######## block 1 ########
Block 1, logic cells by family:
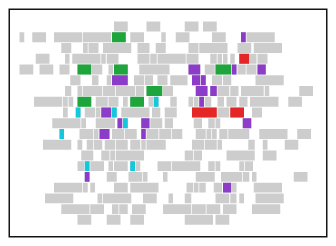
Block 1, congestion heat map:
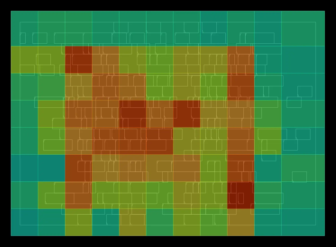
`config.mk`:
```
export PLATFORM = sky130hd
export DESIGN_NAME = bus_oe_sequencer
export DESIGN_NICKNAME = d
export VERILOG_FILES = /design/src/rtl/bus_oe_sequencer.sv
export SDC_FILE = /design/constraint.sdc
export NUM_CORES = 1
export LEC_CHECK = 0
export CAP_MARGIN = 20
export CORE_ASPECT_RATIO = 0.7
export CORE_MARGIN = 2
export CORE_UTILIZATION = 40
export DETAILED_ROUTE_END_ITERATION = 12
export SLEW_MARGIN = 5
export SYNTH_ARGS = -nofsm -noshare
export SYNTH_HDL_FRONTEND = slang
export SYNTH_SLANG_ARGS = --single-unit
export TNS_END_PERCENT = 10
```
`constraint.sdc`:
```
create_clock -name clk -period 3 [get_ports clk]
set_clock_uncertainty 0.1 [all_clocks]
set_input_delay 0.9 -clock clk [delete_from_list [all_inputs] [get_ports clk]]
set_output_delay 0.9 -clock clk [all_outputs]
set_load 0.005 [all_outputs]
```
`src/rtl/bus_oe_sequencer.sv`:
```
// -----------------------------------------------------------------------------
// bus_oe_sequencer
//
// Hands a shared bus between N_SRC sources by generating registered, one-hot
// (or all-zero) output enables. When ownership moves from one source to
// another, or the bus is released, GAP dead cycles with every enable low are
// inserted, so two drivers are never enabled in the same cycle.
//
// Ports
//   clk     : sole clock, rising edge
//   reset   : synchronous, active-high reset
//   req     : request strobe, sampled every cycle
//   reqSel  : requested source index
//   reqEn   : 1 = drive reqSel, 0 = release the bus
//   ready   : request is accepted this cycle if req=1 (low during turnaround)
//   oe      : registered output enables, one-hot or all-zero
//   curSel  : index of the current or last driver
//   driving : high iff oe is non-zero, registered together with oe
//   err     : one-cycle pulse after an out-of-range request is rejected
// -----------------------------------------------------------------------------
module bus_oe_sequencer #(
  parameter int N_SRC = 16,
  parameter int SEL_W = $clog2(N_SRC),
  parameter int GAP   = 1
) (
  input  logic             clk,
  input  logic             reset,
  input  logic             req,
  input  logic [SEL_W-1:0] reqSel,
  input  logic             reqEn,
  output logic             ready,
  output logic [N_SRC-1:0] oe,
  output logic [SEL_W-1:0] curSel,
  output logic             driving,
  output logic             err
);

  // With GAP=0 the counter is never used; keep it one bit wide so it exists.
  localparam int CNT_W = (GAP > 0) ? $clog2(GAP + 1) : 1;
  localparam logic [CNT_W-1:0] GAP_LOAD = CNT_W'((GAP > 0) ? GAP - 1 : 0);

  typedef enum logic [1:0] {
    ST_IDLE  = 2'd0,
    ST_DRIVE = 2'd1,
    ST_TURN  = 2'd2
  } state_t;

  state_t           r_state,      w_state_nxt;
  logic [N_SRC-1:0] r_oe,         w_oe_nxt;
  logic [SEL_W-1:0] r_cur_sel,    w_cur_sel_nxt;
  logic [SEL_W-1:0] r_pend_sel,   w_pend_sel_nxt;
  // 1: the turnaround ends in DRIVE on r_pend_sel; 0: it ends in IDLE.
  logic             r_pend_drive, w_pend_drive_nxt;
  logic [CNT_W-1:0] r_gap_cnt,    w_gap_cnt_nxt;
  logic             r_err,        w_err_nxt;
  logic             r_driving;

  logic             w_ready;
  logic             w_accept;
  logic             w_sel_ok;

  function automatic logic [N_SRC-1:0] f_onehot(input logic [SEL_W-1:0] sel);
    return {{(N_SRC-1){1'b0}}, 1'b1} << sel;
  endfunction

  assign w_ready  = (r_state != ST_TURN);
  // A request seen during turnaround is dropped, not queued.
  assign w_accept = req && w_ready;
  // One extra bit so N_SRC itself is representable when N_SRC is a power of 2.
  assign w_sel_ok = ({1'b0, reqSel} < (SEL_W + 1)'(N_SRC));

  // NOTE: every signal gets its hold value before the case statement, so no
  // path through this block leaves one unassigned and no latch is inferred.
  always_comb begin
    w_state_nxt      = r_state;
    w_oe_nxt         = r_oe;
    w_cur_sel_nxt    = r_cur_sel;
    w_pend_sel_nxt   = r_pend_sel;
    w_pend_drive_nxt = r_pend_drive;
    w_gap_cnt_nxt    = r_gap_cnt;
    w_err_nxt        = 1'b0;

    unique case (r_state)
      ST_IDLE: begin
        if (w_accept) begin
          if (!w_sel_ok) begin
            w_err_nxt = 1'b1;
          end else if (reqEn) begin
            w_state_nxt   = ST_DRIVE;
            w_oe_nxt      = f_onehot(reqSel);
            w_cur_sel_nxt = reqSel;
          end
        end
      end

      ST_DRIVE: begin
        if (w_accept) begin
          if (!w_sel_ok) begin
            w_err_nxt = 1'b1;
          end else if (reqEn) begin
            // Re-requesting the current owner keeps the bus with no gap.
            if (reqSel != r_cur_sel) begin
              if (GAP == 0) begin
                w_oe_nxt      = f_onehot(reqSel);
                w_cur_sel_nxt = reqSel;
              end else begin
                w_state_nxt      = ST_TURN;
                w_oe_nxt         = '0;
                w_pend_sel_nxt   = reqSel;
                w_pend_drive_nxt = 1'b1;
                w_gap_cnt_nxt    = GAP_LOAD;
              end
            end
          end else begin
            // Release: curSel keeps the last owner.
            w_oe_nxt = '0;
            if (GAP == 0) begin
              w_state_nxt = ST_IDLE;
            end else begin
              w_state_nxt      = ST_TURN;
              w_pend_drive_nxt = 1'b0;
              w_gap_cnt_nxt    = GAP_LOAD;
            end
          end
        end
      end

      ST_TURN: begin
        // Counter loaded with GAP-1 gives exactly GAP cycles in TURN.
        if (r_gap_cnt == '0) begin
          if (r_pend_drive) begin
            w_state_nxt   = ST_DRIVE;
            w_oe_nxt      = f_onehot(r_pend_sel);
            w_cur_sel_nxt = r_pend_sel;
          end else begin
            w_state_nxt = ST_IDLE;
          end
        end else begin
          w_gap_cnt_nxt = r_gap_cnt - 1'b1;
        end
      end

      default: begin
        w_state_nxt = ST_IDLE;
        w_oe_nxt    = '0;
      end
    endcase
  end

  // NOTE: state registers use non-blocking assignments so every flop samples
  // the values from before this edge, independent of statement order.
  always_ff @(posedge clk) begin
    if (reset) begin
      r_state      <= ST_IDLE;
      r_oe         <= '0;
      r_cur_sel    <= '0;
      r_pend_sel   <= '0;
      r_pend_drive <= 1'b0;
      r_gap_cnt    <= '0;
      r_err        <= 1'b0;
      r_driving    <= 1'b0;
    end else begin
      r_state      <= w_state_nxt;
      r_oe         <= w_oe_nxt;
      r_cur_sel    <= w_cur_sel_nxt;
      r_pend_sel   <= w_pend_sel_nxt;
      r_pend_drive <= w_pend_drive_nxt;
      r_gap_cnt    <= w_gap_cnt_nxt;
      r_err        <= w_err_nxt;
      r_driving    <= |w_oe_nxt;
    end
  end

  assign ready   = w_ready;
  assign oe      = r_oe;
  assign curSel  = r_cur_sel;
  assign driving = r_driving;
  assign err     = r_err;

endmodule

```
==> flow_metrics.env <==
# physical design summary
export IMPL_status="finished clean"
export IMPL_synth_area_leader_cell="dfxtp_1"
export IMPL_antenna_found_initial=0
export IMPL_synth_area_per_cell_um2=8.35
export IMPL_worstSetupPathType="in2reg"
export IMPL_avgRoutedWirePerCell_um=16.6
export IMPL_floorplan_nets=202
export IMPL_ios=31
export IMPL_fmax_ghz=0.367
export IMPL_layout_top_cells="43 x nor2_1, 29 x clkdlybuf4s50_1, 28 x dfxtp_1"
export IMPL_worstPathMaxFanout=8
export IMPL_crit_family="AND-OR/OR-AND gates"
export IMPL_m1WireLength_um=2200
export IMPL_ff_type="dfxtp_1"
export IMPL_ys_ff=28
export IMPL_power_total_mw=0.789
export IMPL_viasPerCell=5.92
export IMPL_synth_warnings=0
export IMPL_synth_xor_xnor_area_share=0.0216
export IMPL_warning_count=26
export IMPL_cts_repair_resized=0
export IMPL_power_leader="registers"
export IMPL_cp_start_kind="primary input"
export IMPL_pwr_share_clk=0.305
export IMPL_syn_to_final_growth_pct=27.4
export IMPL_cts_root_buf="clkbuf_8"
export IMPL_p_leak_nw=0.719
export IMPL_whs_ns=0.410
export IMPL_pg_comb_mw=0.154
export IMPL_setup_violations=0
export IMPL_cts_buffer_depth=2
export IMPL_clock_sinks=28
export IMPL_setup_slack_ns=0.276
export IMPL_grt_max_degree=18
export IMPL_synth_adder_area_share=0
export IMPL_clkLatencyLatePin_ns=0.28
export IMPL_max_slew_margin=0.581
export IMPL_cp_data_required_time_ns=3.07
export IMPL_postRouteAntennaNets=0
export IMPL_ys_async_sr_fraction=0
export IMPL_vias=1663
export IMPL_gp_congestion=0.947
export IMPL_place_area_um2=2010
Notes on 'logic cells by family' of block 1 above:
color	family	cells
red	AND-OR and OR-AND gates	3
purple	NAND gates	18
green	multiplexers	7
cyan	inverters	7
combinational share of cell area: 0.454
Post-Layout Cell Count: 281

Notes on 'congestion heat map' of block 1 above:
busiest grt layer: met1
utilization after layout: 0.529

==> path summary, 6_finish.rpt <==
check / end / depth (start not counted) / from
setup / recovery: driving / 6 / reqSel[1]
hold / removal: oe[6] / 2 / oe[6]
setup reg to reg: driving / 6 / r_state[0]
hold reg to reg: oe[6] / 2 / oe[6]
==> area by class of cell <==
type	count	area, um2
well taps	52	65.1
multi-input cells	144	937
clock buffers	4	55.1
fillers	368	1840
flip-flops and latches	28	561
repair buffers	46	418
inverters	7	26.3
==> layer usage <==
metal  vias to the layer above  global-route usage
li1                        788                   -
met1                       799               0.322
met4                         0              0.0678
met5                         -                   0
met3                         9              0.0649
met2                        67               0.299
==> flip-flops by register name, summed over array words and instances, names as in the netlist <==
register      cells
curSel            4
driving           1
oe               16
r_pend_drive      1
r_pend_sel        4
r_state           2
==> cells in the mapped netlist, drive strengths merged, types with 5 or more instances <==
| master | count |
|---|---|
| mux2i | 5 |
| o32ai | 6 |
| nor4 | 6 |
| inv | 7 |
| nor3 | 7 |
| nor2 | 44 |
| a21oi | 11 |
| dfxtp | 28 |
| nand2 | 8 |
| a222oi | 6 |
| buf | 11 |

######## block 2 ########
Block 2, M2 wires:
Cells faint in the background.
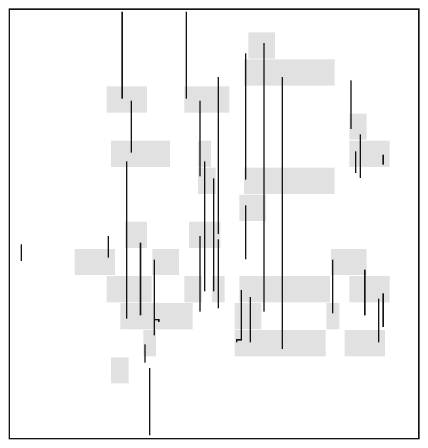
Block 2, clock wires, drivers and flops:
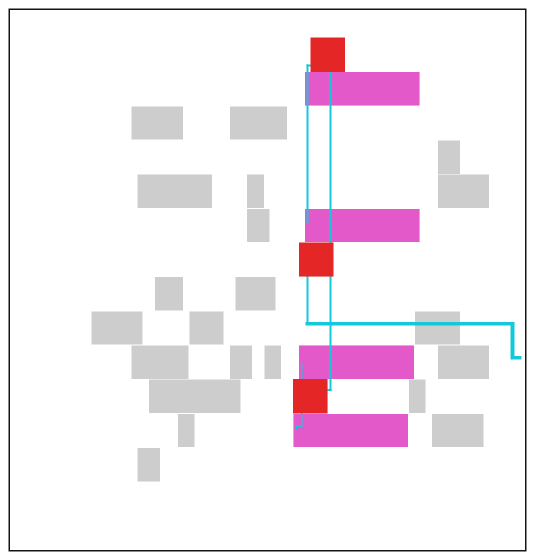
File: src/rtl/four_to_two_encoder.sv
// Purpose : 4-input priority encoder (D > C > B > A) producing a 2-bit index,
//           a valid flag and a multi-hot flag, optionally registered.
// Ports   : clk        - system clock, rising-edge active
//           rst        - asynchronous active-high reset (registered build only)
//           A, B, C, D - request lines, index 0 (lowest) .. 3 (highest)
//           E0, E1     - encoded index {E1,E0} of highest-priority request
//           V          - at least one request line high
//           M          - two or more request lines high
// Params  : REGISTERED - 1: outputs registered, one-cycle latency
//                        0: outputs combinational, clk/rst ignored
module four_to_two_encoder #(
    parameter bit REGISTERED = 1'b1
) (
    input  logic clk,
    input  logic rst,
    input  logic A,
    input  logic B,
    input  logic C,
    input  logic D,
    output logic E0,
    output logic E1,
    output logic V,
    output logic M
);

    localparam int unsigned IDX_W = 2;
    localparam int unsigned CNT_W = 3;

    logic [IDX_W-1:0] idx_c;
    logic             valid_c;
    logic             multi_c;
    logic [CNT_W-1:0] count_c;

    // Priority encode; multi-hot inputs resolve to the highest index, not an OR.
    always_comb begin
        idx_c = 2'b00;
        if (D) begin
            idx_c = 2'b11;
        end else if (C) begin
            idx_c = 2'b10;
        end else if (B) begin
            idx_c = 2'b01;
        end
    end

    // Valid and multi-hot flags from the raw request lines.
    always_comb begin
        count_c = CNT_W'(A) + CNT_W'(B) + CNT_W'(C) + CNT_W'(D);
        valid_c = A | B | C | D;
        multi_c = (count_c >= CNT_W'(2));
    end

    generate
        if (REGISTERED) begin : g_reg
            // One-cycle registered outputs; reset clears them without a clock.
            always_ff @(posedge clk or posedge rst) begin
                if (rst) begin
                    E0 <= 1'b0;
                    E1 <= 1'b0;
                    V  <= 1'b0;
                    M  <= 1'b0;
                end else begin
                    E0 <= idx_c[0];
                    E1 <= idx_c[1];
                    V  <= valid_c;
                    M  <= multi_c;
                end
            end
        end else begin : g_comb
            // Zero-latency pass-through; clk and rst have no effect here.
            assign E0 = idx_c[0];
            assign E1 = idx_c[1];
            assign V  = valid_c;
            assign M  = multi_c;
        end
    endgenerate

endmodule

File: config.mk
export PLATFORM = sky130hd
export DESIGN_NAME = four_to_two_encoder
export DESIGN_NICKNAME = d
export VERILOG_FILES = /design/src/rtl/four_to_two_encoder.sv
export SDC_FILE = /design/constraint.sdc
export NUM_CORES = 1
export LEC_CHECK = 0
export CELL_PAD_IN_SITES_DETAIL_PLACEMENT = 1
export CELL_PAD_IN_SITES_GLOBAL_PLACEMENT = 2
export CORE_AREA = 2 2 39 41
export DETAILED_ROUTE_END_ITERATION = 12
export DIE_AREA = 0 0 41 43
export GPL_TIMING_DRIVEN = 0
export PLACE_DENSITY_LB_ADDON = 0.1
export SYNTH_ARGS = -nofsm -noshare
export SYNTH_HDL_FRONTEND = slang
export SYNTH_SLANG_ARGS = --single-unit
File: constraint.sdc
create_clock -name clk -period 0.8 [get_ports clk]
set_clock_uncertainty 0.2 [all_clocks]
set_input_delay 0.08 -clock clk [delete_from_list [all_inputs] [get_ports clk]]
set_output_delay 0.08 -clock clk [all_outputs]
set_load 0.01 [all_outputs]
==> flow_metrics.env <==
# physical design summary
export IMPL_fmax_ghz=1.01
export IMPL_synth_warnings=0
export IMPL_warning_count=32
export IMPL_grt_pass1_vias=181
export IMPL_status="finished with violations"
export IMPL_grt_usage=0.0634
export IMPL_period_minus_slack_ns=0.989
export IMPL_final_design_area_no_fill_um2=328
export IMPL_grt_max_degree=5
export IMPL_clock_sinks=4
export IMPL_cts_root_buf="clkbuf_4"
export IMPL_hold_violations=8
export IMPL_synth_seq_share=0.588
export IMPL_synth_xor_xnor_area_share=0
export IMPL_worstSetupPathType="reg2out"
export IMPL_worstMarginPinSlew_ns=0.156
export IMPL_synthCells=15
export IMPL_violations="negative hold slack, negative setup slack"
export IMPL_tns_ns=-0.814
export IMPL_postRouteAntennaNets=0
export IMPL_whs_ns=-0.159
export IMPL_fin_crit_sh=1.24
export IMPL_setup_violations=5
export IMPL_path_cells="buf_6"
export IMPL_netlist_logic_family_top="adder cells"
export IMPL_endpoint_kind="output pin"
export IMPL_antenna_found_initial=0
export IMPL_syn_area_um2=170
export IMPL_avgRoutedWirePerCell_um=8.48
export IMPL_yosysCellCount=15
export IMPL_fp_util=0.123
export IMPL_cts_buffer_depth=2
export IMPL_drtIter0Drc=0
export IMPL_setup_slack_ns=-0.189
export IMPL_max_slew_margin=0.896
export IMPL_die_w_um=41
export IMPL_cp_data_required_time_ns=0.52
export IMPL_slew_violations=0
export IMPL_grt_pass1_wl_um=648
Notes on 'M2 wires' of block 2 above:
share of all routed wire	64%
wire length on this layer	238 um
via count: 139
met2 Use GR: 0.106
DRT Wirelength: 373 um

Notes on 'clock wires, drivers and flops' of block 2 above:
[magenta] flip-flops | count: 4
[red] cells driving clock nets | count: 3
[cyan] clock wires | length: 75.0 um
routed clock nets	4
Clock power frac: 0.425
Clock group: 0.237 mW

-- report_power, final --
part	internal, mW	total [mW]	switching [mW]
combinational	0.0551	0.101	0.0460
clock	0.167	0.237	0.0705
sequential	0.216	0.220	0.00412
total	0.438	0.559	0.121
-- Yosys cell counts, drive strengths merged --
cell type,instances,area share
dfrtp,4,0.59
fa,1,0.12
ha,1,0.074
inv,5,0.11
nand2,1,0.022
nand3,1,0.029
o21ai,2,0.059
-- metrics by stage --
| stage | util | hold slack (ns) | instances |
|---|---|---|---|
| 3_5_place_dp | 0.212 | 0.0864 | 40 |
| 6_report | 0.237 | -0.159 | 44 |
| 4_1_cts | 0.220 | -0.159 | 44 |
| 2_1_floorplan | - | -0.354 | 15 |
| 3_3_place_gp | 0.212 | 0.0734 | 40 |
| 5_1_grt | 0.237 | -0.130 | 44 |
-- metal layers --
layer | GRT usage | vias up
met4 | 0.100 | 0
met3 | 0.0157 | 0
met1 | 0.0356 | 63
li1 | - | 69
met2 | 0.106 | 7
met5 | 0 | -
-- area by class of cell --
cell class	count	area, um2
Inverter	5	33.8
Fill cell	162	1060
Clock buffer	3	22.5
Tap cell	16	20.0
Timing Repair Buffer	10	96.3
Sequential cell	4	100
Multi-Input combinational cell	6	55.1

######## block 3 ########
Block 3, congestion heat map:
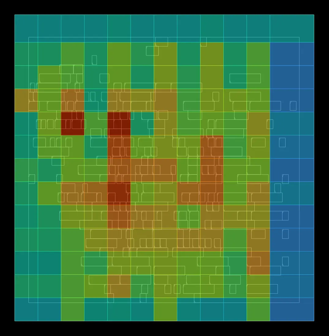
Block 3, sequential cells colored by netlist name:
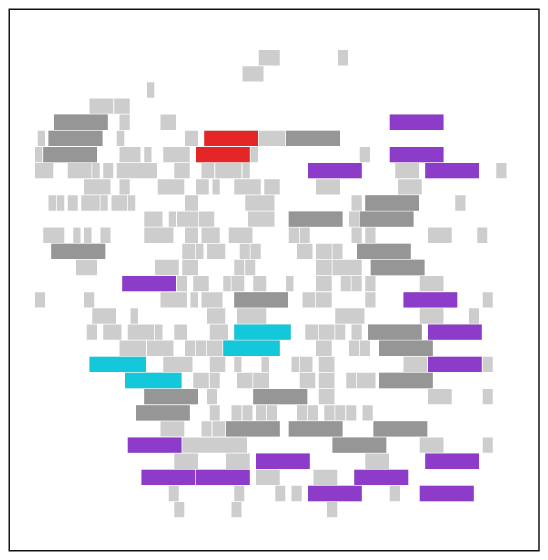
==> src/rtl/mux_scan_pkg.sv <==
// mux_scan_pkg: shared state encoding and widths for the mux scan sequencer
package mux_scan_pkg;
  localparam int SEL_W = 4;
  localparam int N_IN = 16;
  typedef enum logic [1:0] {IDLE, SETTLE, SAMPLE, DONE} state_e;
endpackage

==> src/rtl/scan_settle_cnt.sv <==
// scan_settle_cnt: loadable down-counter that parks at zero
module scan_settle_cnt #(
  parameter int W = 4
) (
  input  logic         clk,
  input  logic         rst,
  input  logic         load,
  input  logic [W-1:0] ld_val,
  output logic         zero
);
  logic [W-1:0] cnt_q, cnt_d;
  assign zero = (cnt_q == '0);
  always_comb cnt_d = load ? ld_val : (zero ? cnt_q : cnt_q - 1'b1);
  always_ff @(posedge clk or posedge rst)
    if (rst) cnt_q <= '0;
    else cnt_q <= cnt_d;
endmodule

==> src/rtl/mux_scan_ctrl.sv <==
// mux_scan_ctrl: sweeps the 16:1 mux selects and assembles the sampled bits into a word
module mux_scan_ctrl
  import mux_scan_pkg::*;
#(
  parameter int SETTLE_CYC = 1
) (
  input  logic             clk,
  input  logic             rst,
  input  logic             start,
  input  logic             cont,
  input  logic             op_in,
  output logic [SEL_W-1:0] sel,
  output logic             busy,
  output logic             done,
  output logic [N_IN-1:0]  word
);
  localparam logic [SEL_W-1:0] SETTLE_LD = SEL_W'(SETTLE_CYC);
  localparam logic [SEL_W-1:0] LAST_IDX = SEL_W'(N_IN - 1);
  state_e state_q, state_d;
  logic [SEL_W-1:0] idx_q, idx_d;
  logic [N_IN-1:0] shadow_q, shadow_d, word_q, word_d;
  logic done_q, load, zero;
  scan_settle_cnt #(.W(SEL_W)) u_settle (
    .clk(clk),
    .rst(rst),
    .load(load),
    .ld_val(SETTLE_LD),
    .zero(zero)
  );
  // The index wraps to 0 when leaving the last SAMPLE, so sel reads 0 in DONE and IDLE.
  always_comb begin
    state_d = state_q;
    idx_d = idx_q;
    shadow_d = shadow_q;
    word_d = word_q;
    load = 1'b0;
    case (state_q)
      IDLE: if (start) begin
        state_d = SETTLE;
        idx_d = '0;
        shadow_d = '0;
        load = 1'b1;
      end
      SETTLE: state_d = zero ? SAMPLE : SETTLE;
      SAMPLE: begin
        shadow_d[idx_q] = op_in;
        idx_d = idx_q + 1'b1;
        state_d = (idx_q == LAST_IDX) ? DONE : SETTLE;
        load = (idx_q != LAST_IDX);
      end
      DONE: begin
        word_d = shadow_q;
        state_d = cont ? SETTLE : IDLE;
        shadow_d = cont ? '0 : shadow_q;
        load = cont;
      end
      default: state_d = IDLE;
    endcase
  end
  always_ff @(posedge clk or posedge rst)
    if (rst) begin
      state_q <= IDLE;
      idx_q <= '0;
      shadow_q <= '0;
      word_q <= '0;
      done_q <= 1'b0;
    end else begin
      state_q <= state_d;
      idx_q <= idx_d;
      shadow_q <= shadow_d;
      word_q <= word_d;
      done_q <= (state_q == DONE);
    end
  assign sel = idx_q;
  assign busy = (state_q == SETTLE) || (state_q == SAMPLE);
  assign done = done_q;
  assign word = word_q;
endmodule
==> config.mk <==
export PLATFORM = sky130hd
export DESIGN_NAME = mux_scan_ctrl
export DESIGN_NICKNAME = d
export VERILOG_FILES = /design/src/rtl/mux_scan_pkg.sv /design/src/rtl/scan_settle_cnt.sv /design/src/rtl/mux_scan_ctrl.sv
export SDC_FILE = /design/constraint.sdc
export NUM_CORES = 1
export LEC_CHECK = 0
export CAP_MARGIN = 20
export CORE_AREA = 4 4 85 87
export CTS_BUF_LIST = sky130_fd_sc_hd__clkbuf_4 sky130_fd_sc_hd__clkbuf_8 sky130_fd_sc_hd__clkbuf_16
export DETAILED_ROUTE_END_ITERATION = 8
export DIE_AREA = 0 0 89 91
export GPL_TIMING_DRIVEN = 1
export RECOVER_POWER = 100
export SLEW_MARGIN = 20
export SYNTH_ARGS = -nofsm -noshare
export SYNTH_HDL_FRONTEND = slang
export SYNTH_HIERARCHICAL = 1
export SYNTH_SLANG_ARGS = --single-unit
==> constraint.sdc <==
create_clock -name clk -period 2.1 [get_ports clk]
set_input_delay 0.42 -clock clk [delete_from_list [all_inputs] [get_ports clk]]
set_output_delay 0.42 -clock clk [all_outputs]
set_load 0.1 [all_outputs]
==> flow_metrics.env <==
# physical design summary
export IMPL_max_slew_margin=0.360
export IMPL_drc=0
export IMPL_cp_data_required_time_ns=1.68
export IMPL_grt_max_degree=40
export IMPL_tns_ns=0
export IMPL_avgRoutedWirePerCell_um=14.4
export IMPL_final_nets=237
export IMPL_die_height_um=91
export IMPL_status="finished clean"
export IMPL_syn_area_um2=2120
export IMPL_postCtsHoldBufs=0
export IMPL_fin_crit_sh=0.866
export IMPL_antenna_found_initial=0
export IMPL_grt_overflow=0
export IMPL_r2r_end="u_settle/cnt_q[3]"
export IMPL_edf_count=0
export IMPL_synth_area_per_cell_um2=11.2
## Picture notes: 'congestion heat map' of block 3
busiest grt layer: met2
Tot GR Track Use: 0.120
met2 Use GR: 0.182

## Picture notes: 'sequential cells colored by netlist name' of block 3
color	signal	placed flops
cyan	sel	4
purple	word	16
red	state_q	2
not colored	21
flop share of the area: 0.434
sequential power: 0.977 mW
Register Area: 1080 um2
utilization after layout: 0.392

## registers in the layout, summed over array words and instances (netlist names)
register and cells:
sel 4, state_q 2, shadow_q 16, word 16, done 1, u_settle/cnt_q 4
## where the power goes
part           switching [mW]  internal (mW)  leakage, nW
clock network           0.286          0.354       0.0581
registers              0.0709          0.906        0.583
logic                   0.661          0.352        0.529
total                    1.02           1.61         1.17
## per-stage QoR
stage / utilization / hold WS, ns
after floorplan: - / 0.186
after global placement: 0.385 / 0.493
after detailed placement: 0.385 / 0.491
after CTS: 0.402 / 0.323
after global routing: 0.392 / 0.461
final: 0.392 / 0.460
## what timing repair did
item | in CTS | in global routing
setup endpoints to repair | 0 | 2
resized | 0 | 2
buffers inserted | 0 | 0
## cell families after synthesis
logic type               after synthesis
flip-flops                            43
other                                  2
adder cells (fa/ha/maj)               10
buffers and inverters                 21
XOR/XNOR                               1
multiplexers                          20
AND/OR/NAND/NOR                       32
AND-OR/OR-AND                         61
## routing by layer
| layer | wire (um) | global-route usage |
|---|---|---|
| met5 | 0 | 0 |
| met4 | 44 | 0.0347 |
| met3 | 183 | 0.0271 |
| met2 | 2030 | 0.182 |
| met1 | 2070 | 0.171 |

######## block 4 ########
[src/rtl/io_bus_pkg.sv]
// Shared encodings for the AVR I/O register bus master: op codes, FSM states, widths and MCUCR layout.
package io_bus_pkg;

  localparam int unsigned ADDR_W = 6;
  localparam int unsigned DATA_W = 8;

  typedef enum logic [1:0] {
    OP_READ       = 2'b00,
    OP_WRITE      = 2'b01,
    OP_PROT_WRITE = 2'b10,
    OP_RMW        = 2'b11
  } op_e;

  typedef enum logic [2:0] {
    ST_IDLE   = 3'd0,
    ST_RD     = 3'd1,
    ST_WR     = 3'd2,
    ST_PW1    = 3'd3,
    ST_PW2    = 3'd4,
    ST_RMW_RD = 3'd5,
    ST_RMW_WR = 3'd6,
    ST_RSP    = 3'd7
  } state_e;

  // MCUCR location and bit positions on the I/O bus
  localparam logic [ADDR_W-1:0] MCUCR_ADDR = 6'h35;
  localparam int unsigned MCUCR_BODS  = 6;
  localparam int unsigned MCUCR_BODSE = 5;
  localparam int unsigned MCUCR_PUD   = 4;
  localparam int unsigned MCUCR_IVSEL = 1;
  localparam int unsigned MCUCR_IVCE  = 0;

  // Bits selected by mask take the new value, the rest keep the original
  function automatic logic [DATA_W-1:0] rmw_merge(input logic [DATA_W-1:0] orig,
                                                  input logic [DATA_W-1:0] mask,
                                                  input logic [DATA_W-1:0] bits);
    return (orig & ~mask) | (bits & mask);
  endfunction

endpackage

[src/rtl/io_bus_master_if.sv]
// Command/response handshake plus I/O register bus signals seen by io_bus_master.
interface io_bus_master_if;
  import io_bus_pkg::*;

  logic              cmd_valid;
  logic              cmd_ready;
  op_e               cmd_op;
  logic [ADDR_W-1:0] cmd_addr;
  logic [DATA_W-1:0] cmd_data;
  logic [DATA_W-1:0] cmd_mask;

  logic [ADDR_W-1:0] IO_Addr;
  logic [DATA_W-1:0] dbus_out;
  logic [DATA_W-1:0] dbus_in;
  logic              out_en;
  logic              iore;
  logic              iowe;

  logic              rsp_valid;
  logic              rsp_ready;
  logic [DATA_W-1:0] rsp_data;
  logic              rsp_err;

  modport master (
    input  cmd_valid, cmd_op, cmd_addr, cmd_data, cmd_mask,
    input  dbus_in, out_en, rsp_ready,
    output cmd_ready, IO_Addr, dbus_out, iore, iowe,
    output rsp_valid, rsp_data, rsp_err
  );

  modport slave (
    output cmd_valid, cmd_op, cmd_addr, cmd_data, cmd_mask,
    output dbus_in, out_en, rsp_ready,
    input  cmd_ready, IO_Addr, dbus_out, iore, iowe,
    input  rsp_valid, rsp_data, rsp_err
  );

endinterface

[src/rtl/io_bus_master.sv]
// Initiator for the 6-bit AVR I/O bus: runs one READ/WRITE/PROT_WRITE/RMW command at a time.
// Optional macro IO_BUS_MASTER_RMW_EN enables read-modify-write; otherwise op 11 answers with an error.
module io_bus_master
  import io_bus_pkg::*;
(
  input  logic              cp2,
  input  logic              ireset,
  io_bus_master_if.master   bus
);

  state_e            state_q, state_d;
  logic [ADDR_W-1:0] addr_q, addr_d;
  logic [DATA_W-1:0] data_q, data_d;
`ifdef IO_BUS_MASTER_RMW_EN
  logic [DATA_W-1:0] mask_q, mask_d;
`endif

  logic              cmd_ready_q, cmd_ready_d;
  logic [ADDR_W-1:0] io_addr_q, io_addr_d;
  logic [DATA_W-1:0] dbus_out_q, dbus_out_d;
  logic              iore_q, iore_d;
  logic              iowe_q, iowe_d;
  logic              rsp_valid_q, rsp_valid_d;
  logic [DATA_W-1:0] rsp_data_q, rsp_data_d;
  logic              rsp_err_q, rsp_err_d;

  logic              accept;

  assign accept = bus.cmd_valid && cmd_ready_q;

  // Next state and next values of every registered output
  always_comb begin
    state_d     = state_q;
    addr_d      = addr_q;
    data_d      = data_q;
`ifdef IO_BUS_MASTER_RMW_EN
    mask_d      = mask_q;
`endif
    cmd_ready_d = 1'b0;
    io_addr_d   = '0;
    dbus_out_d  = '0;
    iore_d      = 1'b0;
    iowe_d      = 1'b0;
    rsp_valid_d = rsp_valid_q;
    rsp_data_d  = rsp_data_q;
    rsp_err_d   = rsp_err_q;

    case (state_q)
      ST_IDLE: begin
        if (accept) begin
          addr_d = bus.cmd_addr;
          data_d = bus.cmd_data;
          case (bus.cmd_op)
            OP_READ: begin
              state_d   = ST_RD;
              iore_d    = 1'b1;
              io_addr_d = bus.cmd_addr;
            end
            OP_WRITE: begin
              state_d    = ST_WR;
              iowe_d     = 1'b1;
              io_addr_d  = bus.cmd_addr;
              dbus_out_d = bus.cmd_data;
            end
            OP_PROT_WRITE: begin
              // enable value goes first, the protected value follows next cycle
              state_d    = ST_PW1;
              iowe_d     = 1'b1;
              io_addr_d  = bus.cmd_addr;
              dbus_out_d = bus.cmd_mask;
            end
            OP_RMW: begin
`ifdef IO_BUS_MASTER_RMW_EN
              state_d   = ST_RMW_RD;
              mask_d    = bus.cmd_mask;
              iore_d    = 1'b1;
              io_addr_d = bus.cmd_addr;
`else
              state_d     = ST_RSP;
              rsp_valid_d = 1'b1;
              rsp_data_d  = '0;
              rsp_err_d   = 1'b1;
`endif
            end
            default: state_d = ST_IDLE;
          endcase
        end else begin
          cmd_ready_d = 1'b1;
        end
      end

      ST_RD: begin
        state_d     = ST_RSP;
        rsp_valid_d = 1'b1;
        rsp_err_d   = ~bus.out_en;
        rsp_data_d  = bus.out_en ? bus.dbus_in : '0;
      end

      ST_WR: begin
        state_d     = ST_RSP;
        rsp_valid_d = 1'b1;
        rsp_data_d  = '0;
        rsp_err_d   = 1'b0;
      end

      ST_PW1: begin
        state_d    = ST_PW2;
        iowe_d     = 1'b1;
        io_addr_d  = addr_q;
        dbus_out_d = data_q;
      end

      ST_PW2: begin
        state_d     = ST_RSP;
        rsp_valid_d = 1'b1;
        rsp_data_d  = '0;
        rsp_err_d   = 1'b0;
      end

`ifdef IO_BUS_MASTER_RMW_EN
      ST_RMW_RD: begin
        rsp_data_d = bus.out_en ? bus.dbus_in : '0;
        if (!bus.out_en) begin
          // nobody owns the address: report it and skip the write-back
          state_d     = ST_RSP;
          rsp_valid_d = 1'b1;
          rsp_err_d   = 1'b1;
        end else begin
          state_d    = ST_RMW_WR;
          rsp_err_d  = 1'b0;
          iowe_d     = 1'b1;
          io_addr_d  = addr_q;
          dbus_out_d = rmw_merge(bus.dbus_in, mask_q, data_q);
        end
      end

      ST_RMW_WR: begin
        state_d     = ST_RSP;
        rsp_valid_d = 1'b1;
      end
`endif

      ST_RSP: begin
        if (bus.rsp_ready) begin
          state_d     = ST_IDLE;
          cmd_ready_d = 1'b1;
          rsp_valid_d = 1'b0;
          rsp_data_d  = '0;
          rsp_err_d   = 1'b0;
        end
      end

      default: begin
        state_d     = ST_IDLE;
        cmd_ready_d = 1'b1;
        rsp_valid_d = 1'b0;
        rsp_data_d  = '0;
        rsp_err_d   = 1'b0;
      end
    endcase
  end

  // State, command and output registers
  always_ff @(posedge cp2) begin
    if (ireset) begin
      state_q     <= ST_IDLE;
      addr_q      <= '0;
      data_q      <= '0;
`ifdef IO_BUS_MASTER_RMW_EN
      mask_q      <= '0;
`endif
      cmd_ready_q <= 1'b1;
      io_addr_q   <= '0;
      dbus_out_q  <= '0;
      iore_q      <= 1'b0;
      iowe_q      <= 1'b0;
      rsp_valid_q <= 1'b0;
      rsp_data_q  <= '0;
      rsp_err_q   <= 1'b0;
    end else begin
      state_q     <= state_d;
      addr_q      <= addr_d;
      data_q      <= data_d;
`ifdef IO_BUS_MASTER_RMW_EN
      mask_q      <= mask_d;
`endif
      cmd_ready_q <= cmd_ready_d;
      io_addr_q   <= io_addr_d;
      dbus_out_q  <= dbus_out_d;
      iore_q      <= iore_d;
      iowe_q      <= iowe_d;
      rsp_valid_q <= rsp_valid_d;
      rsp_data_q  <= rsp_data_d;
      rsp_err_q   <= rsp_err_d;
    end
  end

  assign bus.cmd_ready = cmd_ready_q;
  assign bus.IO_Addr   = io_addr_q;
  assign bus.dbus_out  = dbus_out_q;
  assign bus.iore      = iore_q;
  assign bus.iowe      = iowe_q;
  assign bus.rsp_valid = rsp_valid_q;
  assign bus.rsp_data  = rsp_data_q;
  assign bus.rsp_err   = rsp_err_q;

endmodule

[src/flat_wrapper.sv]
// flat-port wrapper written by rule: the top's interface ports become plain ports
module io_bus_master_flat import io_bus_pkg::*;
  (cp2, ireset, bus_cmd_valid, bus_cmd_op, bus_cmd_addr, bus_cmd_data, bus_cmd_mask, bus_dbus_in, bus_out_en, bus_rsp_ready, bus_cmd_ready, bus_IO_Addr, bus_dbus_out, bus_iore, bus_iowe, bus_rsp_valid, bus_rsp_data, bus_rsp_err);
  io_bus_master_if bus_i ();
  input  logic cp2;
  input  logic ireset;
  input wire logic [$bits(bus_i.cmd_valid)-1:0] bus_cmd_valid;
  input wire logic [$bits(bus_i.cmd_op)-1:0] bus_cmd_op;
  input wire logic [$bits(bus_i.cmd_addr)-1:0] bus_cmd_addr;
  input wire logic [$bits(bus_i.cmd_data)-1:0] bus_cmd_data;
  input wire logic [$bits(bus_i.cmd_mask)-1:0] bus_cmd_mask;
  input wire logic [$bits(bus_i.dbus_in)-1:0] bus_dbus_in;
  input wire logic [$bits(bus_i.out_en)-1:0] bus_out_en;
  input wire logic [$bits(bus_i.rsp_ready)-1:0] bus_rsp_ready;
  output wire logic [$bits(bus_i.cmd_ready)-1:0] bus_cmd_ready;
  output wire logic [$bits(bus_i.IO_Addr)-1:0] bus_IO_Addr;
  output wire logic [$bits(bus_i.dbus_out)-1:0] bus_dbus_out;
  output wire logic [$bits(bus_i.iore)-1:0] bus_iore;
  output wire logic [$bits(bus_i.iowe)-1:0] bus_iowe;
  output wire logic [$bits(bus_i.rsp_valid)-1:0] bus_rsp_valid;
  output wire logic [$bits(bus_i.rsp_data)-1:0] bus_rsp_data;
  output wire logic [$bits(bus_i.rsp_err)-1:0] bus_rsp_err;
  assign bus_i.cmd_valid = bus_cmd_valid;
  assign bus_i.cmd_op = bus_cmd_op;
  assign bus_i.cmd_addr = bus_cmd_addr;
  assign bus_i.cmd_data = bus_cmd_data;
  assign bus_i.cmd_mask = bus_cmd_mask;
  assign bus_i.dbus_in = bus_dbus_in;
  assign bus_i.out_en = bus_out_en;
  assign bus_i.rsp_ready = bus_rsp_ready;
  assign bus_cmd_ready = bus_i.cmd_ready;
  assign bus_IO_Addr = bus_i.IO_Addr;
  assign bus_dbus_out = bus_i.dbus_out;
  assign bus_iore = bus_i.iore;
  assign bus_iowe = bus_i.iowe;
  assign bus_rsp_valid = bus_i.rsp_valid;
  assign bus_rsp_data = bus_i.rsp_data;
  assign bus_rsp_err = bus_i.rsp_err;
  io_bus_master u_core (.cp2(cp2), .ireset(ireset), .bus(bus_i));
endmodule
[config.mk]
export PLATFORM = sky130hd
export DESIGN_NAME = io_bus_master_flat
export DESIGN_NICKNAME = d
export VERILOG_FILES = /design/src/rtl/io_bus_pkg.sv /design/src/rtl/io_bus_master_if.sv /design/src/rtl/io_bus_master.sv /design/src/flat_wrapper.sv
export SDC_FILE = /design/constraint.sdc
export NUM_CORES = 1
export LEC_CHECK = 0
export ABC_AREA = 1
export ABC_CLOCK_PERIOD_IN_PS = 1200
export CORE_UTILIZATION = 41
export CTS_CLUSTER_SIZE = 8
export DETAILED_ROUTE_END_ITERATION = 6
export HOLD_SLACK_MARGIN = 0.12
export PLACE_DENSITY = 0.74
export SLEW_MARGIN = 15
export SYNTH_ARGS = -nofsm -noshare
export SYNTH_HDL_FRONTEND = slang
export SYNTH_SLANG_ARGS = --single-unit
[constraint.sdc]
create_clock -name cp2 -period 1.2 [get_ports cp2]
set_input_delay 0.36 -clock cp2 [delete_from_list [all_inputs] [get_ports cp2]]
set_output_delay 0.36 -clock cp2 [all_outputs]
set_load 0.02 [all_outputs]
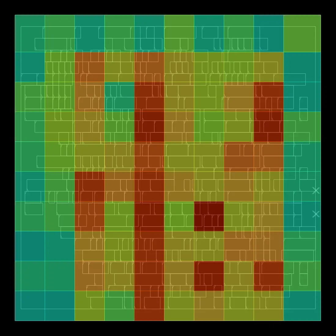
Block 4: congestion heat map
Tot GR Track Use: 0.211
met1 GRT Util: 0.254
busiest grt layer: met2

==> flow_metrics.env <==
# physical design summary
export IMPL_status="finished with violations"
export IMPL_violations="design-rule violations, negative setup slack"
export IMPL_max_slew_margin=0.768
export IMPL_yosysTopAreaCellShare=0.456
export IMPL_finalNonFillerCells=409
export IMPL_synthCells=261
export IMPL_edf_count=0
export IMPL_setup_slack_ns=-0.109
export IMPL_worstPathMaxFanout=6
export IMPL_grt_max_degree=25
export IMPL_synth_xor_xnor_area_share=0
export IMPL_synthMostInstantiatedCell="nand2_1"
export IMPL_buffers=99
export IMPL_p_leak_nw=1.39
export IMPL_core_um2=4440
export IMPL_synth_seq_share=0.456
export IMPL_die_w_um=70.7
export IMPL_endpoint_kind="register"
export IMPL_synth_area_per_cell_um2=7.41
export IMPL_viasPerCell=4.93
export IMPL_setup_violations=41
export IMPL_synth_warnings=0
export IMPL_whs_ns=0.391
export IMPL_comb_area_um2=1100
export IMPL_skew_ns=0.00341
export IMPL_sh_comb_area=0.357
export IMPL_drc=4
export IMPL_drv_cap=0
export IMPL_place_area_um2=2860
export IMPL_grt_overflow=0
export IMPL_ff_type="dfxtp_1"
export IMPL_cts_made_buffers=5
export IMPL_numPortBuffers=63
export IMPL_rows=24
export IMPL_fin_crit_sh=1.09
export IMPL_cp_data_required_time_ns=1.42
export IMPL_clk_share=0.0312
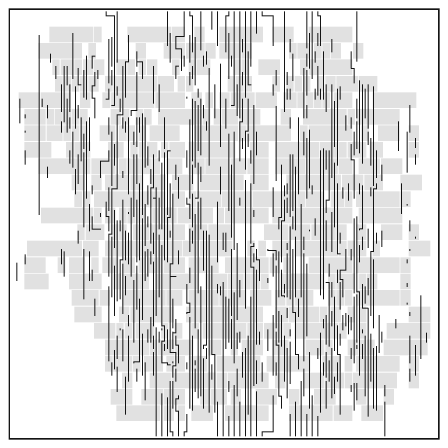
Block 4: M2 wires
Cells faint in the background.
nets with wire on the layer	328
longest straight run	29.6 um
DRT Wirelength: 5450 um
met2 Use GR: 0.368
via count: 2017

[final timing paths]
kind,slack (ns),to,cells after the start,startpoint
max,-0.11,u_core.bus.IO_Addr[4],7,u_core.state_q[2]
min reg2reg,0.47,u_core.bus.IO_Addr[5],2,u_core.addr_q[5]
max reg2reg,-0.11,u_core.bus.IO_Addr[4],7,u_core.state_q[2]
min,0.39,u_core.state_q[1],4,bus_rsp_ready
[power by group through the flow]
stage	logic (mW)	registers (mW)	clock network, mW
6_report	3.13	2.02	0.985
5_1_grt	3.38	2.05	1.08
3_5_place_dp	2.69	2.00	0
2_1_floorplan	1.38	2.18	0
4_1_cts	2.84	1.98	1.01
3_3_place_gp	2.64	1.99	0
[sequential cells by signal (all words and copies together), names as in the netlist]
signal,cells
u_core.bus.rsp_data,8
u_core.state_q,3
u_core.data_q,8
u_core.bus.cmd_ready,1
u_core.bus.IO_Addr,6
u_core.bus.dbus_out,8
u_core.bus.rsp_err,1
u_core.addr_q,6
u_core.bus.iowe,1
u_core.bus.rsp_valid,1
u_core.bus.iore,1

######## block 5 ########
Block 5, sequential cells colored by netlist name:
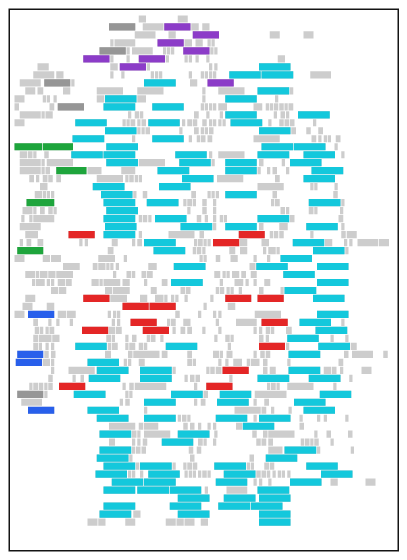
Block 5, logic cells by family:
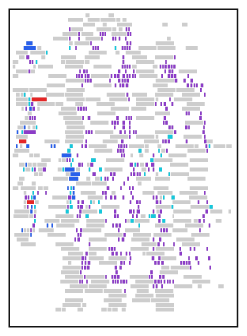
Block 5, congestion heat map:
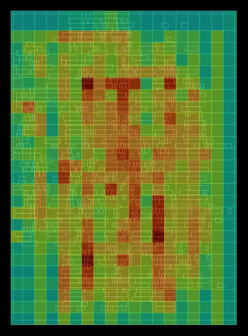
## config.mk

```make
export PLATFORM = sky130hd
export DESIGN_NAME = imem_loader_flat
export DESIGN_NICKNAME = d
export VERILOG_FILES = /design/src/rtl/imem_loader_pkg.sv /design/src/rtl/imem_loader_if.sv /design/src/rtl/imem_loader_array.sv /design/src/rtl/imem_loader.sv /design/src/flat_wrapper.sv
export SDC_FILE = /design/constraint.sdc
export NUM_CORES = 1
export LEC_CHECK = 0
export ABC_AREA = 1
export CAP_MARGIN = 20
export CORE_ASPECT_RATIO = 1.4
export CORE_UTILIZATION = 30
export DETAILED_ROUTE_END_ITERATION = 10
export GPL_TIMING_DRIVEN = 1
export PLACE_DENSITY = 0.43
export SYNTH_ARGS = -nofsm -noshare
export SYNTH_HDL_FRONTEND = slang
export SYNTH_SLANG_ARGS = --single-unit
```

## constraint.sdc

```tcl
create_clock -name clk -period 1.7 [get_ports clk]
set_input_delay 0.17 -clock clk [delete_from_list [all_inputs] [get_ports clk]]
set_output_delay 0.17 -clock clk [all_outputs]
set_load 0.1 [all_outputs]
```

## src/rtl/imem_loader_pkg.sv

```systemverilog
// imem_loader shared types and defaults.
// Load FSM states, default geometry, count limit.
package imem_pkg;

  typedef enum logic [1:0] {
    IMEM_EMPTY,
    IMEM_LOAD,
    IMEM_READY
  } imem_state_e;

  localparam int IMEM_DATA_W = 8;
  localparam int IMEM_DEPTH  = 16;

  // Largest value an (addr_w+1)-bit counter holds.
  function automatic int cnt_max(input int addr_w);
    return (1 << (addr_w + 1)) - 1;
  endfunction

endpackage

```

## src/rtl/imem_loader_if.sv

```systemverilog
// imem_loader load and fetch bus.
// master = loader/fetch side, slave = memory.
interface imem_loader_if
  import imem_pkg::*;
#(
  parameter int DATA_W = IMEM_DATA_W,
  parameter int ADDR_W = $clog2(IMEM_DEPTH)
);

  logic              load_start;
  logic              load_end;
  logic              ld_valid;
  logic              ld_ready;
  logic              ld_auto;
  logic [ADDR_W-1:0] ld_addr;
  logic [DATA_W-1:0] ld_data;
  logic              ld_ovf;
  logic [ADDR_W:0]   ld_count;
  logic              fetch_req;
  logic              fetch_ready;
  logic [ADDR_W-1:0] fetch_pc;
  logic              fetch_valid;
  logic [DATA_W-1:0] fetch_data;
  logic              fetch_err;

  modport master (
    output load_start, load_end,
    output ld_valid, ld_auto,
    output ld_addr, ld_data,
    output fetch_req, fetch_pc,
    input  ld_ready, ld_ovf, ld_count,
    input  fetch_ready, fetch_valid,
    input  fetch_data, fetch_err
  );

  modport slave (
    input  load_start, load_end,
    input  ld_valid, ld_auto,
    input  ld_addr, ld_data,
    input  fetch_req, fetch_pc,
    output ld_ready, ld_ovf, ld_count,
    output fetch_ready, fetch_valid,
    output fetch_data, fetch_err
  );

endinterface

```

## src/rtl/imem_loader_array.sv

```systemverilog
// Word storage, valid bitmap and
// registered read port for imem_loader.
module imem_array
  import imem_pkg::*;
#(
  parameter int DATA_W = IMEM_DATA_W,
  parameter int DEPTH  = IMEM_DEPTH,
  parameter int ADDR_W = $clog2(DEPTH)
) (
  input  logic              clk,
  input  logic              rst_n,
  input  logic              clr,
  input  logic              we,
  input  logic [ADDR_W-1:0] wr_addr,
  input  logic [DATA_W-1:0] wr_data,
  input  logic              re,
  input  logic [ADDR_W-1:0] rd_addr,
  output logic [DATA_W-1:0] rd_data,
  output logic              rd_err
);

  localparam logic [ADDR_W:0] DEPTH_L =
    DEPTH[ADDR_W:0];

  logic [DATA_W-1:0] mem [DEPTH];
  logic [DEPTH-1:0]  vld_q, vld_d;
  logic [DATA_W-1:0] rd_data_q, rd_data_d;
  logic              rd_err_q, rd_err_d;
  logic              rd_oob;
  logic [ADDR_W-1:0] rd_idx;

  // Storage is never reset; caller keeps wr_addr in range.
  always_ff @(posedge clk) begin
    if (we) mem[wr_addr] <= wr_data;
  end

  // Bitmap: set on write, clear on a new load (clear wins).
  always_comb begin
    vld_d = vld_q;
    if (we) vld_d[wr_addr] = 1'b1;
    if (clr) vld_d = '0;
  end

  // Read response: out-of-range gives zero data and error.
  always_comb begin
    rd_oob    = {1'b0, rd_addr} >= DEPTH_L;
    rd_idx    = rd_oob ? '0 : rd_addr;
    rd_data_d = rd_data_q;
    rd_err_d  = rd_err_q;
    if (re) begin
      rd_data_d = rd_oob ? '0 : mem[rd_idx];
      rd_err_d  = rd_oob | ~vld_q[rd_idx];
    end
  end

  // Bitmap and read-response registers.
  always_ff @(posedge clk or negedge rst_n) begin
    if (!rst_n) begin
      vld_q     <= '0;
      rd_data_q <= '0;
      rd_err_q  <= 1'b0;
    end else begin
      vld_q     <= vld_d;
      rd_data_q <= rd_data_d;
      rd_err_q  <= rd_err_d;
    end
  end

  assign rd_data = rd_data_q;
  assign rd_err  = rd_err_q;

endmodule

```

## src/rtl/imem_loader.sv

```systemverilog
// Instruction memory with program-load FSM
// and one-cycle handshaked fetch port.
module imem_loader
  import imem_pkg::*;
#(
  parameter int DATA_W = IMEM_DATA_W,
  parameter int DEPTH  = IMEM_DEPTH,
  parameter int ADDR_W = $clog2(DEPTH)
) (
  input logic          clk,
  input logic          rst_n,
  imem_loader_if.slave bus
);

  localparam logic [ADDR_W:0] DEPTH_L =
    DEPTH[ADDR_W:0];
  localparam logic [ADDR_W-1:0] LAST_A =
    DEPTH_L[ADDR_W-1:0] - 1'b1;
  localparam int CNT_MAX_I = cnt_max(ADDR_W);
  localparam logic [ADDR_W:0] CNT_MAX =
    CNT_MAX_I[ADDR_W:0];

  imem_state_e       state_q, state_d;
  logic [ADDR_W-1:0] ptr_q, ptr_d;
  logic [ADDR_W:0]   cnt_q, cnt_d;
  logic              ovf_q, ovf_d;
  logic              fv_q, fv_d;

  logic              ld_rdy;
  logic              f_rdy;
  logic              wr_fire;
  logic              wr_oob;
  logic              we;
  logic [ADDR_W-1:0] wr_addr;
  logic              f_acc;

  // FSM, write pointer, counters and handshakes.
  always_comb begin
    state_d = state_q;
    ptr_d   = ptr_q;
    cnt_d   = cnt_q;
    ovf_d   = ovf_q;
    ld_rdy  = state_q == IMEM_LOAD;
    f_rdy   = state_q == IMEM_READY;
    f_acc   = bus.fetch_req & f_rdy;
    fv_d    = f_acc;
    wr_fire = bus.ld_valid & ld_rdy;
    wr_oob  = ~bus.ld_auto &
              ({1'b0, bus.ld_addr} >= DEPTH_L);
    we      = wr_fire & ~wr_oob;
    wr_addr = bus.ld_auto ? ptr_q : bus.ld_addr;

    if (we) begin
      if (cnt_q != CNT_MAX) cnt_d = cnt_q + 1'b1;
      if (bus.ld_auto) begin
        if (ptr_q == LAST_A) begin
          ptr_d = '0;
          ovf_d = 1'b1;
        end else begin
          ptr_d = ptr_q + 1'b1;
        end
      end
    end
    if (wr_fire & wr_oob) ovf_d = 1'b1;

    unique case (1'b1)
      bus.load_start: begin
        state_d = IMEM_LOAD;
        ptr_d   = '0;
        cnt_d   = '0;
        ovf_d   = 1'b0;
      end
      bus.load_end & ld_rdy & ~bus.load_start:
        state_d = IMEM_READY;
      default: ;
    endcase
  end

  // State and counter registers.
  always_ff @(posedge clk or negedge rst_n) begin
    if (!rst_n) begin
      state_q <= IMEM_EMPTY;
      ptr_q   <= '0;
      cnt_q   <= '0;
      ovf_q   <= 1'b0;
      fv_q    <= 1'b0;
    end else begin
      state_q <= state_d;
      ptr_q   <= ptr_d;
      cnt_q   <= cnt_d;
      ovf_q   <= ovf_d;
      fv_q    <= fv_d;
    end
  end

  imem_array #(
    .DATA_W (DATA_W),
    .DEPTH  (DEPTH),
    .ADDR_W (ADDR_W)
  ) u_array (
    .clk     (clk),
    .rst_n   (rst_n),
    .clr     (bus.load_start),
    .we      (we),
    .wr_addr (wr_addr),
    .wr_data (bus.ld_data),
    .re      (f_acc),
    .rd_addr (bus.fetch_pc),
    .rd_data (bus.fetch_data),
    .rd_err  (bus.fetch_err)
  );

  assign bus.ld_ready    = ld_rdy;
  assign bus.fetch_ready = f_rdy;
  assign bus.fetch_valid = fv_q;
  assign bus.ld_ovf      = ovf_q;
  assign bus.ld_count    = cnt_q;

endmodule
```

## src/flat_wrapper.sv

```systemverilog
// flat-port wrapper written by rule: the top's interface ports become plain ports
module imem_loader_flat import imem_pkg::*;
#(
  parameter int DATA_W = IMEM_DATA_W,
  parameter int DEPTH  = IMEM_DEPTH,
  parameter int ADDR_W = $clog2(DEPTH)
)
  (clk, rst_n, bus_load_start, bus_load_end, bus_ld_valid, bus_ld_auto, bus_ld_addr, bus_ld_data, bus_fetch_req, bus_fetch_pc, bus_ld_ready, bus_ld_ovf, bus_ld_count, bus_fetch_ready, bus_fetch_valid, bus_fetch_data, bus_fetch_err);
  imem_loader_if #(.DATA_W(DATA_W), .ADDR_W(ADDR_W)) bus_i ();
  input logic clk;
  input logic rst_n;
  input wire logic [$bits(bus_i.load_start)-1:0] bus_load_start;
  input wire logic [$bits(bus_i.load_end)-1:0] bus_load_end;
  input wire logic [$bits(bus_i.ld_valid)-1:0] bus_ld_valid;
  input wire logic [$bits(bus_i.ld_auto)-1:0] bus_ld_auto;
  input wire logic [$bits(bus_i.ld_addr)-1:0] bus_ld_addr;
  input wire logic [$bits(bus_i.ld_data)-1:0] bus_ld_data;
  input wire logic [$bits(bus_i.fetch_req)-1:0] bus_fetch_req;
  input wire logic [$bits(bus_i.fetch_pc)-1:0] bus_fetch_pc;
  output wire logic [$bits(bus_i.ld_ready)-1:0] bus_ld_ready;
  output wire logic [$bits(bus_i.ld_ovf)-1:0] bus_ld_ovf;
  output wire logic [$bits(bus_i.ld_count)-1:0] bus_ld_count;
  output wire logic [$bits(bus_i.fetch_ready)-1:0] bus_fetch_ready;
  output wire logic [$bits(bus_i.fetch_valid)-1:0] bus_fetch_valid;
  output wire logic [$bits(bus_i.fetch_data)-1:0] bus_fetch_data;
  output wire logic [$bits(bus_i.fetch_err)-1:0] bus_fetch_err;
  assign bus_i.load_start = bus_load_start;
  assign bus_i.load_end = bus_load_end;
  assign bus_i.ld_valid = bus_ld_valid;
  assign bus_i.ld_auto = bus_ld_auto;
  assign bus_i.ld_addr = bus_ld_addr;
  assign bus_i.ld_data = bus_ld_data;
  assign bus_i.fetch_req = bus_fetch_req;
  assign bus_i.fetch_pc = bus_fetch_pc;
  assign bus_ld_ready = bus_i.ld_ready;
  assign bus_ld_ovf = bus_i.ld_ovf;
  assign bus_ld_count = bus_i.ld_count;
  assign bus_fetch_ready = bus_i.fetch_ready;
  assign bus_fetch_valid = bus_i.fetch_valid;
  assign bus_fetch_data = bus_i.fetch_data;
  assign bus_fetch_err = bus_i.fetch_err;
  imem_loader #(.DATA_W(DATA_W), .DEPTH(DEPTH), .ADDR_W(ADDR_W)) u_core (.clk(clk), .rst_n(rst_n), .bus(bus_i));
endmodule
```

==> flow_metrics.env <==
# physical design summary
export IMPL_rsz0062_at_grt="yes"
export IMPL_fin_crit_sh=0.990
export IMPL_cp_data_required_time_ns=1.84
export IMPL_rows=66
export IMPL_endpoint_kind="register"
export IMPL_worst_hold_path_type="in2async"
export IMPL_intPower_mw=7.48
export IMPL_dr_wl_met3_um=594
export IMPL_hold_violations=0
export IMPL_pwr_share_clk=0.384
export IMPL_cp_arrival_ns=1.83
export IMPL_place_area_um2=8170
export IMPL_floorplan_nets=696
export IMPL_post_place_ws_ns=-0.390
export IMPL_die_height_um=184
export IMPL_status="finished clean"
export IMPL_syn_area_um2=7090
export IMPL_htreeDepth=4
export IMPL_worstMarginPinSlew_ns=0.670
export IMPL_drt_total_wl_um=17900
export IMPL_ys_area_um2=7090
export IMPL_warning_count=27
export IMPL_power_density_nw_per_um2=1170
export IMPL_final_design_area_no_fill_um2=8880
export IMPL_cts_root_buf="clkbuf_16"
export IMPL_drive_above_1_share=0.192
export IMPL_synth_area_per_cell_um2=10.6
export IMPL_synthCells=670
export IMPL_ys_ff=166
export IMPL_grt_pass1_vias=5034
export IMPL_power_total_mw=10.4
export IMPL_drv_cap=0
export IMPL_ys_async_sr_fraction=0.229
export IMPL_cts_repair_resized=2
export IMPL_netlist_cell_type_count=27
export IMPL_m1WireLength_um=7520
export IMPL_startpoint="u_core.state_q[1]"
export IMPL_p_leak_nw=3.55
export IMPL_vdd_drop_max_mv=0.505
export IMPL_slowest_stage="dfrtp_1"
export IMPL_first_pass_iters=5
export IMPL_viasPerCell=4.52
export IMPL_drtIter0Drc=355
export IMPL_wl_met2_um=9380
export IMPL_period_minus_slack_ns=1.68
Notes on 'sequential cells colored by netlist name' of block 5 above:
color	signal	placed flops
green	u_core.bus.ld_count	5
cyan	u_core.u_array.mem	128
red	u_core.u_array.vld_q	16
purple	u_core.u_array.rd_data	8
blue	u_core.ptr_q	4
Register Area: 4800 um2
sequential power: 4.62 mW
utilization after layout: 0.383
flop share of the area: 0.541

Notes on 'logic cells by family' of block 5 above:
color	family	cells	most used
purple	NAND gates	361	nand2_1
cyan	inverters	52	inv_1
blue	NOR gates	25	nor2_1
red	adder and majority cells	3	ha_1
most common logic cell in the routed design: nand2_1
combinational share of cell area: 0.223
Post-Layout Cell Count: 1061

Notes on 'congestion heat map' of block 5 above:
met2 Use GR: 0.288
per-cell routed wire length: 16.8 um
busiest grt layer: met2
met1 GRT Util: 0.180
Tot GR Track Use: 0.158

## layer usage
| metal | track usage | up-vias |
|---|---|---|
| met5 | 0 | - |
| met4 | 0.0637 | 0 |
| met3 | 0.0336 | 22 |
| met2 | 0.288 | 81 |
| met1 | 0.180 | 2315 |
| li1 | - | 2382 |
## kinds of logic (layout without fill, tap and decap cells)
family | count (synthesis) | in the layout | share of synthesized area
and+or+nand+nor | 386 | 386 | 0.235
DFF | 166 | 166 | 0.676
buffers and inverters | 81 | 166 | 0.0533
AOI/OAI and AO/OA | 34 | 34 | 0.0303
adders and majority gates | 3 | 3 | 0.00529
## area by class of cell
type                            count  area, um2  share of cell area
Clock buffer                       23        509              0.0573
Clock inverter                      9        111              0.0125
Inverter                           52        245              0.0276
Multi-Input combinational cell    423       1980               0.223
Sequential cell                   166       4800               0.541
Tap cell                          306        383              0.0431
Timing Repair Buffer               82        851              0.0958
## worst max-delay path: cells and delay by family (launching register included)
| kind | cells | cell delay, ns |
|---|---|---|
| buffers and inverters | 1 | 0.14 |
| AND/OR/NAND/NOR | 4 | 0.79 |
| flip-flops | 1 | 0.45 |


==> layout pictures side by side <==
M2 wires.
Cells faint in the background.
panel A
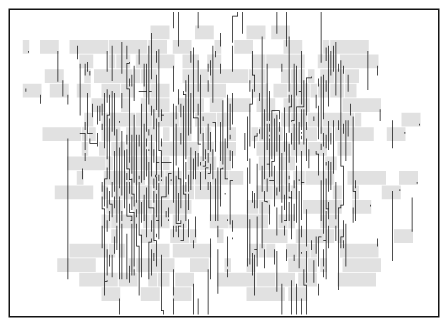
panel B
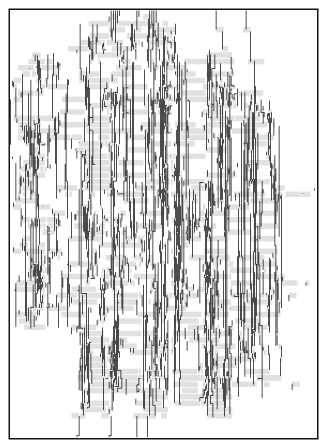
panel C
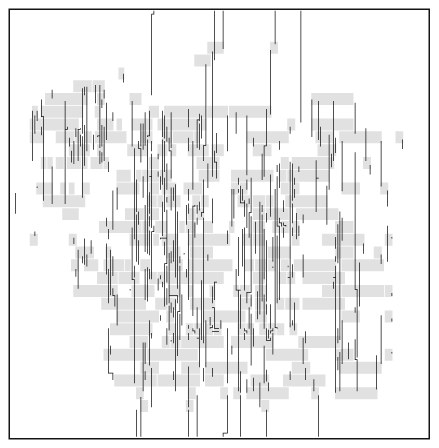
For block 1, see panel A.
For block 5, see panel B.
For block 3, see panel C.

Power is estimated from default activity; no workload was simulated.
